# ---- design 1 ----
**Design 1: layout detail**

Window x 15 to 55, y 29 to 69 µm. Cells in gray, sequential cells in the stronger gray; small squares are vias.
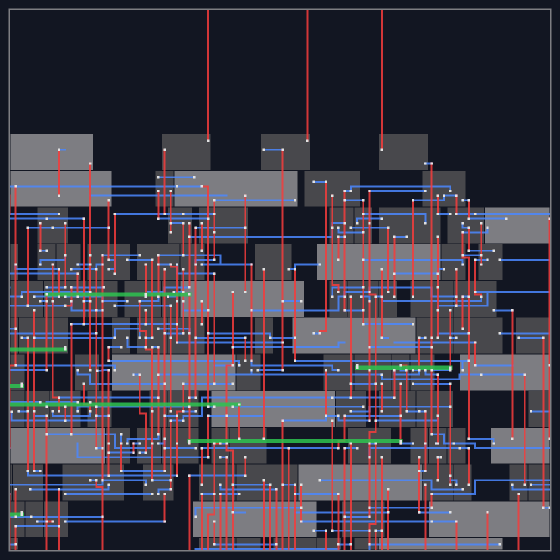
**Design 1: gate families picked out**

Drawn at 6 px/µm.
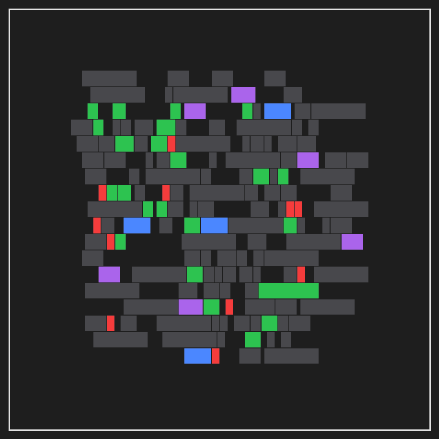
--- config.mk ---
export PLATFORM = sky130hd
export DESIGN_NAME = bit_stuffer_p
export DESIGN_NICKNAME = d
export VERILOG_FILES = /design/src/rtl/bit_stuffer_p.sv
export SDC_FILE = /design/constraint.sdc
export NUM_CORES = 1
export LEC_CHECK = 0
export ABC_AREA = 0
export ABC_CLOCK_PERIOD_IN_PS = 2750
export CORE_MARGIN = 10
export CORE_UTILIZATION = 54
export DETAILED_ROUTE_END_ITERATION = 7
export PLACE_DENSITY_LB_ADDON = 0.2
export SLEW_MARGIN = 20
export SYNTH_ARGS = -nofsm -noshare
export SYNTH_HDL_FRONTEND = slang
export SYNTH_SLANG_ARGS = --single-unit
--- constraint.sdc ---
create_clock -name clock -period 2.75 [get_ports clock]
set_input_delay 0.4125 -clock clock [delete_from_list [all_inputs] [get_ports clock]]
set_output_delay 0.4125 -clock clock [all_outputs]
set_load 0.02 [all_outputs]
--- src/rtl/bit_stuffer_p.sv ---
// bit_stuffer_p
//   Parametrised bit stuffer between the CRC stage and the NRZI encoder.
//   The first SKIP_BITS bits of each packet (the PID) pass through untouched.
//   After that, one ~RUN_BIT is inserted after every RUN_LEN consecutive
//   RUN_BIT values. This includes a run that completes on the last packet bit.
//
// Parameters
//   RUN_LEN    run length that triggers a stuff (1..255)
//   RUN_BIT    bit value being counted; the stuffed bit is ~RUN_BIT
//   SKIP_BITS  leading bits never counted or stuffed (0 disables skipping)
//   CNT_W      width of stuff_count
//
// Ports
//   clock        rising-edge clock
//   reset        asynchronous, active-high reset
//   in_valid     high for the whole packet; first low after acceptance ends it
//   in_bit       serial data, transferred when in_valid && in_ready
//   in_ready     combinational, low only while a stuff bit is being emitted
//   out_valid    registered, an output bit is present
//   out_bit      registered output bit
//   stuffing     registered, out_bit is a stuff bit
//   stuff_count  stuffs inserted in the current/last packet, saturating
module bit_stuffer_p #(
  parameter int   RUN_LEN   = 6,
  parameter logic RUN_BIT   = 1'b1,
  parameter int   SKIP_BITS = 8,
  parameter int   CNT_W     = 8
) (
  input  logic             clock,
  input  logic             reset,
  input  logic             in_valid,
  input  logic             in_bit,
  output logic             in_ready,
  output logic             out_valid,
  output logic             out_bit,
  output logic             stuffing,
  output logic [CNT_W-1:0] stuff_count
);

  localparam int SKIP_W = (SKIP_BITS < 2) ? 1 : $clog2(SKIP_BITS + 1);
  localparam logic [SKIP_W-1:0] SKIP_LAST = SKIP_W'(SKIP_BITS - 1);
  localparam logic [7:0]        RUN_LAST  = 8'(RUN_LEN - 1);

  typedef enum logic [1:0] {
    ST_IDLE  = 2'd0,
    ST_SKIP  = 2'd1,
    ST_COUNT = 2'd2,
    ST_STUFF = 2'd3
  } state_t;

  state_t              state;
  logic [7:0]          run_cnt;
  logic [SKIP_W-1:0]   skip_cnt;

  function automatic logic [CNT_W-1:0] sat_inc(input logic [CNT_W-1:0] v);
    return (&v) ? v : v + CNT_W'(1);
  endfunction

  // The source must hold its bit while the stuff bit occupies the output.
  assign in_ready = (state != ST_STUFF);

  // Input bit accepted -> registered output bit, one cycle of latency.
  always_ff @(posedge clock or posedge reset) begin
    if (reset) begin
      state       <= ST_IDLE;
      run_cnt     <= '0;
      skip_cnt    <= '0;
      out_valid   <= 1'b0;
      out_bit     <= 1'b0;
      stuffing    <= 1'b0;
      stuff_count <= '0;
    end else begin
      case (state)
        ST_IDLE: begin
          stuffing <= 1'b0;
          if (in_valid) begin
            out_valid   <= 1'b1;
            out_bit     <= in_bit;
            stuff_count <= '0;
            skip_cnt    <= SKIP_W'(1);
            run_cnt     <= '0;
            if (SKIP_BITS > 1) begin
              state <= ST_SKIP;
            end else if (SKIP_BITS == 1) begin
              state <= ST_COUNT;
            end else if (in_bit == RUN_BIT) begin
              // No PID: this first bit already counts toward a run.
              if (RUN_LAST == 8'd0) begin
                state <= ST_STUFF;
              end else begin
                run_cnt <= 8'd1;
                state   <= ST_COUNT;
              end
            end else begin
              state <= ST_COUNT;
            end
          end else begin
            out_valid <= 1'b0;
          end
        end

        ST_SKIP: begin
          stuffing <= 1'b0;
          if (in_valid) begin
            out_valid <= 1'b1;
            out_bit   <= in_bit;
            skip_cnt  <= skip_cnt + SKIP_W'(1);
            if (skip_cnt == SKIP_LAST) begin
              run_cnt <= '0;
              state   <= ST_COUNT;
            end
          end else begin
            out_valid <= 1'b0;
            state     <= ST_IDLE;
          end
        end

        ST_COUNT: begin
          stuffing <= 1'b0;
          if (in_valid) begin
            out_valid <= 1'b1;
            out_bit   <= in_bit;
            if (in_bit == RUN_BIT) begin
              if (run_cnt == RUN_LAST) begin
                run_cnt <= '0;
                state   <= ST_STUFF;
              end else begin
                run_cnt <= run_cnt + 8'd1;
              end
            end else begin
              run_cnt <= '0;
            end
          end else begin
            out_valid <= 1'b0;
            state     <= ST_IDLE;
          end
        end

        ST_STUFF: begin
          // The trailing stuff bit is emitted even if the packet just ended.
          out_valid   <= 1'b1;
          out_bit     <= ~RUN_BIT;
          stuffing    <= 1'b1;
          stuff_count <= sat_inc(stuff_count);
          run_cnt     <= '0;
          state       <= in_valid ? ST_COUNT : ST_IDLE;
        end

        default: begin
          state <= ST_IDLE;
        end
      endcase
    end
  end

endmodule

==> run summary <==
DRT Pass-1 Iters: 4
routed wl met3: 197 µm
outcome: completed
max capacitance violation total: 0
Critical Path End: run_cnt[0]$_DFFE_PP0P_
Sw Pwr: 258.1 µW
CP max-delay cell: o41ai_4
pwr dens: 528.2 nW/µm²
R2R depth: 6
Synth Instances: 137
first-pass GRT wire length: 4947 µm
most frequent cells in the layout: dfrtp_1 (25), clkdlybuf4s50_1 (15), nand2_1 (12)
cts bufs inserted: 3
Mapped Nets: 145
Via-to-Cell Ratio: 6.011
About 'layout detail' of design 1:
layer	color
metal 3	green
metal 1	blue
metal 2	red
most frequent	dfrtp_1 (14), nand2_1 (8)
cells with their middle in the window	88
sequential cells in the window	14
netlist names of flops here include	`stuff_count` (6), `skip_cnt` (3), `state` (2)

About 'gate families picked out' of design 1:
family	color	cells
inv cells	red	11
mux cells	purple	6
aoi and oai cells	green	23
fa/ha/maj cells	blue	4

[kinds of logic after synthesis]
logic type      after synthesis  synth area share (%)
mux                           6                 4.651
simple gates                 52                 21.40
fa+ha+maj                     4                 3.721
flops                        25                 46.51
compound gates               33                 18.88
buf+inv                      17                 4.837
[power groups by stage]
| stage | registers, µW | logic [µW] | clock network (µW) |
|---|---|---|---|
| global placement | 461 | 194 | 0 |
| detailed placement | 464 | 199 | 0 |
| CTS | 457 | 201 | 173 |
| global route | 467 | 221 | 188 |
| finish | 458 | 198 | 167 |
| floorplan | 474 | 112 | 0 |
[worst min-delay path: stages]
cell             delay (ns)
clkdlybuf4s50_1        0.39
inv_1                  0.05
buf_4                  0.31
[layout make-up]
type	count	area, µm²
Tap cell	30	37.54
Timing Repair Buffer	18	172.7
Sequential cell	25	625.6
Inverter	11	41.29
Fill cell	193	874.6
Clock buffer	4	26.28
Multi-Input combinational cell	95	654.4
[synth_stat cells, drive strengths merged (3+ instances only)]
master and count:
ha 4, nor2b 3, a21oi 6, nand2 12
o21ai 3, nand4 3, inv 10, nand3 10
nor3 5, a22o 4, buf 3, dfrtp 25
and3 3, mux2i 4, o21bai 4, a31oi 3
nor2 5, clkbuf 3

# ---- design 2 ----
**Design 2: signal wires on met2**

Drawn at 4 px/µm.
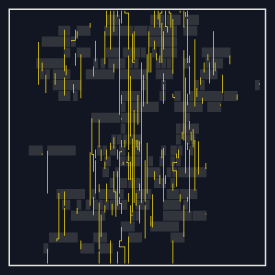
**Design 2: sequential cells grouped by signal name**

Drawn at 8 px/µm.
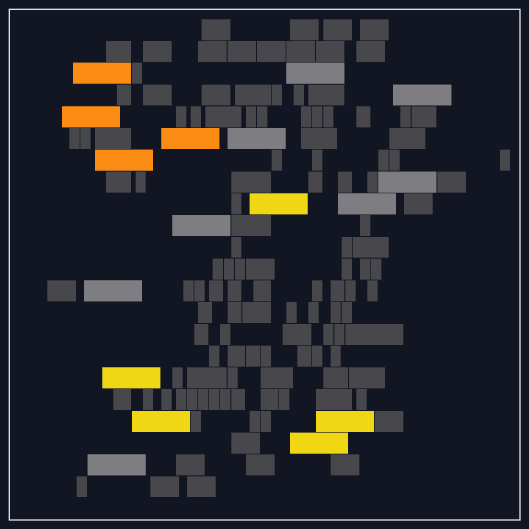
**Design 2: gate families picked out**

Drawn at 8 px/µm.
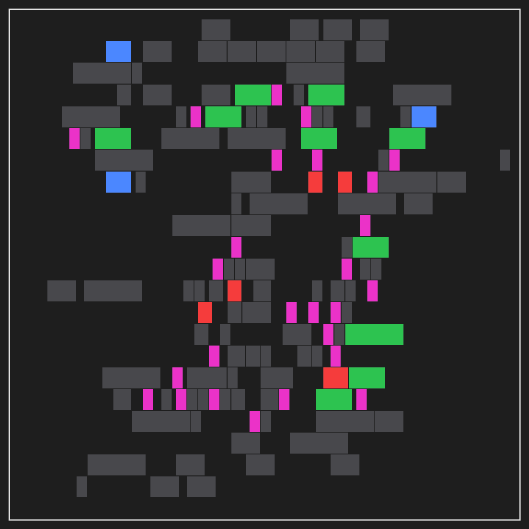
**config.mk**
```make
export PLATFORM = sky130hd
export DESIGN_NAME = sync_fifo_ctrl
export DESIGN_NICKNAME = d
export VERILOG_FILES = /design/src/rtl/sync_fifo_ctrl.sv
export SDC_FILE = /design/constraint.sdc
export NUM_CORES = 1
export LEC_CHECK = 0
export ABC_AREA = 1
export CORE_UTILIZATION = 23
export CTS_BUF_LIST = sky130_fd_sc_hd__clkbuf_4 sky130_fd_sc_hd__clkbuf_8
export CTS_CLUSTER_SIZE = 40
export DETAILED_ROUTE_END_ITERATION = 10
export PLACE_DENSITY = 0.46
export SYNTH_ARGS = -nofsm -noshare
export SYNTH_HDL_FRONTEND = slang
export SYNTH_SLANG_ARGS = --single-unit
export TNS_END_PERCENT = 5
```
**constraint.sdc**
```tcl
create_clock -name clk -period 6 [get_ports clk]
set_input_delay 1.2 -clock clk [delete_from_list [all_inputs] [get_ports clk]]
set_output_delay 1.2 -clock clk [all_outputs]
set_load 0.01 [all_outputs]
```
**src/rtl/sync_fifo_ctrl.sv**
```systemverilog
// -----------------------------------------------------------------------------
// sync_fifo_ctrl
//
// Single-clock FIFO controller. It owns the read/write pointers, an occupancy
// counter, the full/empty and almost-full/almost-empty flags, a synchronous
// flush and optional sticky overflow/underflow flags. The storage array is
// external and is driven through wr_en/wraddr and rd_en/rdaddr.
//
// Optional feature macro: SYNC_FIFO_ERRFLAG_EN
//   defined     -> overflow/underflow are sticky error flags
//   not defined -> overflow/underflow are tied to 0 (ports still present)
//
// Parameters:
//   PTRWIDTH  address width, depth = 2**PTRWIDTH
//   AE_LEVEL  almost_empty when count <= AE_LEVEL
//   AF_LEVEL  almost_full  when count >= AF_LEVEL
//
// Ports:
//   clk           in   clock, all logic on posedge
//   reset         in   synchronous active-high reset (priority over flush)
//   push, pop     in   write / read requests
//   flush         in   synchronous clear (priority over push/pop)
//   wr_en, rd_en  out  combinational accept strobes
//   wraddr        out  write address (low bits of write pointer)
//   rdaddr        out  read address  (low bits of read pointer)
//   count         out  registered occupancy 0..2**PTRWIDTH
//   full, empty, almost_full, almost_empty  out  registered status flags
//   overflow, underflow                     out  sticky error flags
// -----------------------------------------------------------------------------
module sync_fifo_ctrl #(
  parameter int PTRWIDTH = 4,
  parameter int AE_LEVEL = 2,
  parameter int AF_LEVEL = 14
) (
  input  logic                clk,
  input  logic                reset,
  input  logic                push,
  input  logic                pop,
  input  logic                flush,
  output logic                wr_en,
  output logic                rd_en,
  output logic [PTRWIDTH-1:0] wraddr,
  output logic [PTRWIDTH-1:0] rdaddr,
  output logic [PTRWIDTH:0]   count,
  output logic                full,
  output logic                empty,
  output logic                almost_full,
  output logic                almost_empty,
  output logic                overflow,
  output logic                underflow
);

  localparam int CW = PTRWIDTH + 1;
  localparam logic [CW-1:0] DEPTH_C = CW'(2 ** PTRWIDTH);
  localparam logic [CW-1:0] AE_C    = CW'(AE_LEVEL);
  localparam logic [CW-1:0] AF_C    = CW'(AF_LEVEL);

  // Reject illegal threshold settings at elaboration time.
  generate
    if ((AE_LEVEL < 0) || (AE_LEVEL >= AF_LEVEL) || (AF_LEVEL > (2 ** PTRWIDTH))) begin : g_bad_levels
      $error("sync_fifo_ctrl: need 0 <= AE_LEVEL < AF_LEVEL <= 2**PTRWIDTH");
    end
  endgenerate

  logic [CW-1:0] wrptr_q, wrptr_d;
  logic [CW-1:0] rdptr_q, rdptr_d;
  logic [CW-1:0] count_q, count_d;
  logic          full_q, full_d;
  logic          empty_q, empty_d;
  logic          afull_q, afull_d;
  logic          aempty_q, aempty_d;

  // Accept decisions use only registered flags, so push and pop are judged
  // independently: a simultaneous pop never frees room for a push on a full
  // FIFO, and a simultaneous push never feeds a pop on an empty one.
  // Nothing is accepted in a reset or flush cycle.
  always_comb begin
    wr_en = push & ~full_q  & ~flush & ~reset;
    rd_en = pop  & ~empty_q & ~flush & ~reset;
  end

  always_comb begin
    wrptr_d = wrptr_q + {{PTRWIDTH{1'b0}}, wr_en};
    rdptr_d = rdptr_q + {{PTRWIDTH{1'b0}}, rd_en};
    // Both accepted -> the +1 and -1 cancel and count holds.
    count_d = count_q + {{PTRWIDTH{1'b0}}, wr_en} - {{PTRWIDTH{1'b0}}, rd_en};
    if (flush) begin
      wrptr_d = '0;
      rdptr_d = '0;
      count_d = '0;
    end
    // Flags are derived from the next count so they line up with it.
    full_d   = (count_d == DEPTH_C);
    empty_d  = (count_d == '0);
    afull_d  = (count_d >= AF_C);
    aempty_d = (count_d <= AE_C);
  end

  always_ff @(posedge clk) begin
    if (reset) begin
      wrptr_q  <= '0;
      rdptr_q  <= '0;
      count_q  <= '0;
      full_q   <= 1'b0;
      empty_q  <= 1'b1;
      afull_q  <= 1'b0;
      aempty_q <= 1'b1;
    end else begin
      wrptr_q  <= wrptr_d;
      rdptr_q  <= rdptr_d;
      count_q  <= count_d;
      full_q   <= full_d;
      empty_q  <= empty_d;
      afull_q  <= afull_d;
      aempty_q <= aempty_d;
    end
  end

  assign wraddr       = wrptr_q[PTRWIDTH-1:0];
  assign rdaddr       = rdptr_q[PTRWIDTH-1:0];
  assign count        = count_q;
  assign full         = full_q;
  assign empty        = empty_q;
  assign almost_full  = afull_q;
  assign almost_empty = aempty_q;

`ifdef SYNC_FIFO_ERRFLAG_EN
  logic overflow_q, overflow_d;
  logic underflow_q, underflow_d;

  // Sticky until reset or flush; a request in a flush cycle is not an error.
  always_comb begin
    overflow_d  = overflow_q  | (push & full_q  & ~flush);
    underflow_d = underflow_q | (pop  & empty_q & ~flush);
    if (flush) begin
      overflow_d  = 1'b0;
      underflow_d = 1'b0;
    end
  end

  always_ff @(posedge clk) begin
    if (reset) begin
      overflow_q  <= 1'b0;
      underflow_q <= 1'b0;
    end else begin
      overflow_q  <= overflow_d;
      underflow_q <= underflow_d;
    end
  end

  assign overflow  = overflow_q;
  assign underflow = underflow_q;
`else
  assign overflow  = 1'b0;
  assign underflow = 1'b0;
`endif

endmodule

```
==> run summary <==
outcome: completed
post-route cell area: 1200 µm²
nonclk buf count: 23
Worst path max stage delay: 0.57 ns
CTS tree: done
Post-CTS Resized: 0
final setup vio count: 0
met3 GRT Util: 1.630%
yosys cell count: 113
Comb area: 425.4 µm²
WL met2: 870 µm
Setup crit end kind: output port
largest net degree at the start of global routing: 11
average size of a mapped cell: 7.740 µm²
vias in the first global route: 716
synthesis area per yosys: 874.6 µm²
Top power group: sequential cells
RSZ-0062 raised after global routing: false
About 'signal wires on met2' of design 2:
longest straight run	35.0 µm
share of all routed wire	49%

About 'sequential cells grouped by signal name' of design 2:
signal	color	sequential cells	where
`wrptr_q`	orange	4	north-west
`count`	yellow	5	south

About 'gate families picked out' of design 2:
family	color	cells
inv cells	magenta	26
aoi and oai cells	red	5
xor and xnor cells	blue	3
fa/ha/maj cells	green	10

worst paths after layout:
path,startpoint,endpoint,slack [ns],cells after the start
setup / recovery,reset,rd_en,1.97,5
hold / removal,rdptr_q[3]$_SDFF_PP0_,rdptr_q[3]$_SDFF_PP0_,0.48,2
setup reg to reg,empty$_SDFF_PP1_,almost_empty$_SDFF_PP1_,3.89,12
hold reg to reg,rdptr_q[3]$_SDFF_PP0_,rdptr_q[3]$_SDFF_PP0_,0.48,2
cell usage in the layout, fill, tap and decap left out, types with 2 or more instances in the layout:
cell type and count:
nand3_1 7, ha_1 9, xnor2_1 2, nand2_1 19
nor2_1 14, nor2_2 2, inv_1 21, clkbuf_8 3
clkdlybuf4s50_1 23, dfxtp_1 17, inv_2 5, conb_1 2
o21ai_1 2, nand3_2 3
sequential cells by signal, summed over array words and instances (netlist names):
signal and count:
rdptr_q 4, wrptr_q 4, almost_full 1, empty 1, full 1, almost_empty 1, count 5
cell families after synthesis:
kind of cell	Yosys count
simple gates	49
buf+inv	28
flops	17
fa+ha+maj	10
compound gates	5
xor+xnor	3
other cells	1

# ---- design 3 ----
$ cat src/rtl/nic_pkg.sv
// nic_pkg: shared types and constants for the NIC transfer controller.
// Latency: none, holds no logic (state encoding, NIC register map, status bit).
// Backpressure: not applicable; imported by nic_xfer_ctrl.
package nic_pkg;

  typedef enum logic [3:0] {
    IDLE,
    RD_OSTAT,
    CHK_OSTAT,
    WR_PKT,
    RD_ISTAT,
    CHK_ISTAT,
    RD_IBUF,
    CAP_IBUF,
    BACKOFF
  } state_t;

  // Which service path was entered most recently, used for round-robin.
  typedef enum logic {
    PATH_TX = 1'b0,
    PATH_RX = 1'b1
  } path_t;

  // NIC register map.
  localparam logic [1:0] NIC_OUT_BUF  = 2'b00;
  localparam logic [1:0] NIC_OUT_STAT = 2'b01;
  localparam logic [1:0] NIC_IN_BUF   = 2'b10;
  localparam logic [1:0] NIC_IN_STAT  = 2'b11;

  // Status flag position inside the 64-bit NIC data word.
  localparam int STAT_BIT = 63;

endpackage

$ cat src/rtl/nic_xfer_ctrl.sv
// nic_xfer_ctrl: drives the NIC register port, polling status then writing tx / reading rx, round-robin.
// Latency: tx_ready 3 cycles after tx_valid is taken in IDLE; rx_valid 5 cycles after an RX poll starts.
// Backpressure: requester holds tx until the tx_ready pulse; single rx slot, no RX poll while rx_valid.
//
// Ports:
//   clk, reset           clock, synchronous active-high reset
//   tx_valid/tx_data     outbound packet from requester, tx_ready is a one-cycle accept
//   rx_valid/rx_data     inbound packet slot, emptied by rx_valid && rx_ready
//   nic_addr/nic_d_in    NIC register select and write data
//   nic_en/nic_wr_en     NIC access / write strobes; nic_d_out returns read data one cycle later
//   busy                 controller is not in IDLE
//   tx_cnt/rx_cnt        wrapping packet counters
module nic_xfer_ctrl
  import nic_pkg::*;
#(
  parameter int CNT_W     = 16,
  parameter int POLL_IDLE = 4
) (
  input  logic             clk,
  input  logic             reset,
  input  logic             tx_valid,
  input  logic [0:63]      tx_data,
  output logic             tx_ready,
  output logic             rx_valid,
  output logic [0:63]      rx_data,
  input  logic             rx_ready,
  output logic [0:1]       nic_addr,
  output logic [0:63]      nic_d_in,
  output logic             nic_en,
  output logic             nic_wr_en,
  input  logic [0:63]      nic_d_out,
  output logic             busy,
  output logic [CNT_W-1:0] tx_cnt,
  output logic [CNT_W-1:0] rx_cnt
);

  // Counter holds POLL_IDLE-1 .. 0 so that BACKOFF lasts exactly POLL_IDLE cycles.
  localparam int BO_W = $clog2(POLL_IDLE + 2);
  localparam logic [BO_W-1:0] BO_LOAD = BO_W'((POLL_IDLE > 0) ? (POLL_IDLE - 1) : 0);
  // A poll that misses either backs off or, with no back-off configured, returns straight to IDLE.
  localparam state_t MISS_ST = (POLL_IDLE == 0) ? IDLE : BACKOFF;

  state_t          state;
  state_t          state_nxt;
  path_t           last;
  logic [BO_W-1:0] bo_cnt;
  logic            stat_set;
  logic            acc;

  // Status read issued in RD_* comes back on nic_d_out during the following CHK_* cycle.
  assign stat_set = nic_d_out[STAT_BIT];

  // State register.
  always_ff @(posedge clk) begin
    if (reset) begin
      state <= IDLE;
    end else begin
      state <= state_nxt;
    end
  end

  // Next-state logic.
  always_comb begin
    state_nxt = state;
    unique case (state)
      IDLE: begin
        if (tx_valid && (last == PATH_RX || rx_valid)) begin
          state_nxt = RD_OSTAT;
        end else if (!rx_valid) begin
          state_nxt = RD_ISTAT;
        end
      end
      RD_OSTAT:  state_nxt = CHK_OSTAT;
      CHK_OSTAT: state_nxt = stat_set ? MISS_ST : WR_PKT;
      WR_PKT:    state_nxt = IDLE;
      RD_ISTAT:  state_nxt = CHK_ISTAT;
      CHK_ISTAT: state_nxt = stat_set ? RD_IBUF : MISS_ST;
      RD_IBUF:   state_nxt = CAP_IBUF;
      CAP_IBUF:  state_nxt = IDLE;
      BACKOFF:   if (bo_cnt == '0) state_nxt = IDLE;
      default:   state_nxt = IDLE;
    endcase
  end

  // Moore-decoded NIC port; non-access states park everything at zero.
  always_comb begin
    acc       = 1'b0;
    nic_wr_en = 1'b0;
    nic_addr  = NIC_OUT_BUF;
    nic_d_in  = '0;
    unique case (state)
      RD_OSTAT: begin
        acc      = 1'b1;
        nic_addr = NIC_OUT_STAT;
      end
      WR_PKT: begin
        acc       = 1'b1;
        nic_wr_en = 1'b1;
        nic_addr  = NIC_OUT_BUF;
        nic_d_in  = tx_data;
      end
      RD_ISTAT: begin
        acc      = 1'b1;
        nic_addr = NIC_IN_STAT;
      end
      RD_IBUF: begin
        acc      = 1'b1;
        nic_addr = NIC_IN_BUF;
      end
      default: begin
        acc = 1'b0;
      end
    endcase
  end

  // Gating with reset keeps a reset in WR_PKT from accepting or writing a packet.
  assign nic_en   = acc && !reset;
  assign tx_ready = (state == WR_PKT) && !reset;
  assign busy     = (state != IDLE);

  // Arbitration bit, back-off counter, counters and rx slot.
  always_ff @(posedge clk) begin
    if (reset) begin
      last     <= PATH_RX;
      bo_cnt   <= '0;
      tx_cnt   <= '0;
      rx_cnt   <= '0;
      rx_valid <= 1'b0;
      rx_data  <= '0;
    end else begin
      // Every path returns through IDLE before the next arbitration, so recording the
      // path at entry is equivalent to recording it at completion, and a missed poll
      // still counts as a turn for that path.
      if (state == IDLE && state_nxt == RD_OSTAT) last <= PATH_TX;
      if (state == IDLE && state_nxt == RD_ISTAT) last <= PATH_RX;

      if (state_nxt == BACKOFF && state != BACKOFF) begin
        bo_cnt <= BO_LOAD;
      end else if (state == BACKOFF && bo_cnt != '0) begin
        bo_cnt <= bo_cnt - 1'b1;
      end

      if (state == WR_PKT) tx_cnt <= tx_cnt + 1'b1;

      // Capture and consumer clear cannot coincide: CAP_IBUF is only reached with the slot empty.
      if (state == CAP_IBUF) begin
        rx_data  <= nic_d_out;
        rx_valid <= 1'b1;
        rx_cnt   <= rx_cnt + 1'b1;
      end else if (rx_valid && rx_ready) begin
        rx_valid <= 1'b0;
      end
    end
  end

endmodule

$ cat config.mk
export PLATFORM = sky130hd
export DESIGN_NAME = nic_xfer_ctrl
export DESIGN_NICKNAME = d
export VERILOG_FILES = /design/src/rtl/nic_pkg.sv /design/src/rtl/nic_xfer_ctrl.sv
export SDC_FILE = /design/constraint.sdc
export NUM_CORES = 1
export LEC_CHECK = 0
export CAP_MARGIN = 10
export CORE_MARGIN = 2
export CORE_UTILIZATION = 36
export CTS_CLUSTER_SIZE = 24
export DETAILED_ROUTE_END_ITERATION = 7
export PLACE_DENSITY = 0.88
export SLEW_MARGIN = 5
export SYNTH_ARGS = -nofsm -noshare
export SYNTH_HDL_FRONTEND = slang
export SYNTH_SLANG_ARGS = --single-unit
$ cat constraint.sdc
create_clock -name clk -period 2.17 [get_ports clk]
set_clock_uncertainty 0.15 [all_clocks]
set_input_delay 0.434 -clock clk [delete_from_list [all_inputs] [get_ports clk]]
set_output_delay 0.434 -clock clk [all_outputs]
set_load 0.03 [all_outputs]
**Design 3: congestion heat map**

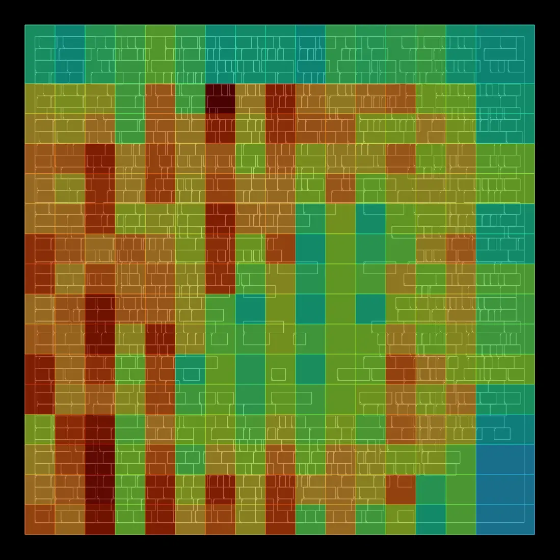
GRT Max-Usage Layer: met2
met3 GRT Util: 7.878%
Total Routing Usage GR: 26.09%
met2 GRT Util: 46.97%
wire length per cell: 17.90 µm

==> run summary <==
Critical Path End: nic_d_in[28]
Synth Register Bits: 105
cell-internal power: 3207 µW
clock sink count: 105
final setup vio count: 64
failing checks: setup timing
synth unique cells: 45
Sw Pwr: 1130 µW
CP max-delay cell: dfxtp_2
asr flop ratio synth: 0%
setup ws final: -0.07693 ns
average size of a mapped cell: 7.845 µm²
outcome: finished with violations
ant diodes: 2
Post-synth top flop: dfxtp_1
**Design 3: signal wires on met2**

Drawn at 2 px/µm.
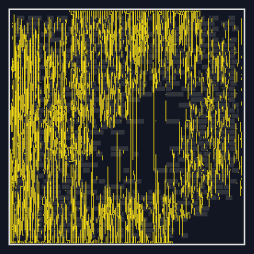
main direction	vertical
nets with wire on the layer	891
longest straight run	75.8 µm
wire length on this layer	10,100 µm

cell families after synthesis:
logic type | count (synthesis)
AND-OR/OR-AND | 103
buffers and inverters | 51
XOR/XNOR | 20
AND/OR/NAND/NOR | 299
multiplexers | 3
adder cells (fa/ha/maj) | 4
flip-flops | 105
placed cells by master, fill, tap and decap left out, drive strengths merged, types with 7 or more instances in the layout:
master / n
a21oi: 82
and2: 65
buf: 102
clkbuf: 13
clkdlybuf4s50: 225
dfxtp: 105
inv: 11
nand2: 139
nand2b: 7
nand3: 13
nand4: 8
nor2: 28
nor3: 10
o21ai: 7
xnor2: 13
xor2: 7
layer usage:
layer	track usage, %	vias to the layer above	wire [µm]
met5	0	-	0
li1	-	2535	-
met3	7.878	36	1364
met2	46.97	223	10090
met4	10.35	0	716
met1	28.72	2448	6895
through the flow:
| step | setup slack [ns] | total power [µW] |
|---|---|---|
| 2_1_floorplan | 0.003371 | 2283 |
| 3_3_place_gp | 0.04861 | 2692 |
| 3_5_place_dp | 0.02375 | 2699 |
| 4_1_cts | -0.1083 | 4325 |
| 5_1_grt | -0.1574 | 4509 |
| 6_report | -0.07693 | 4338 |

Power is estimated from default activity; no workload was simulated.
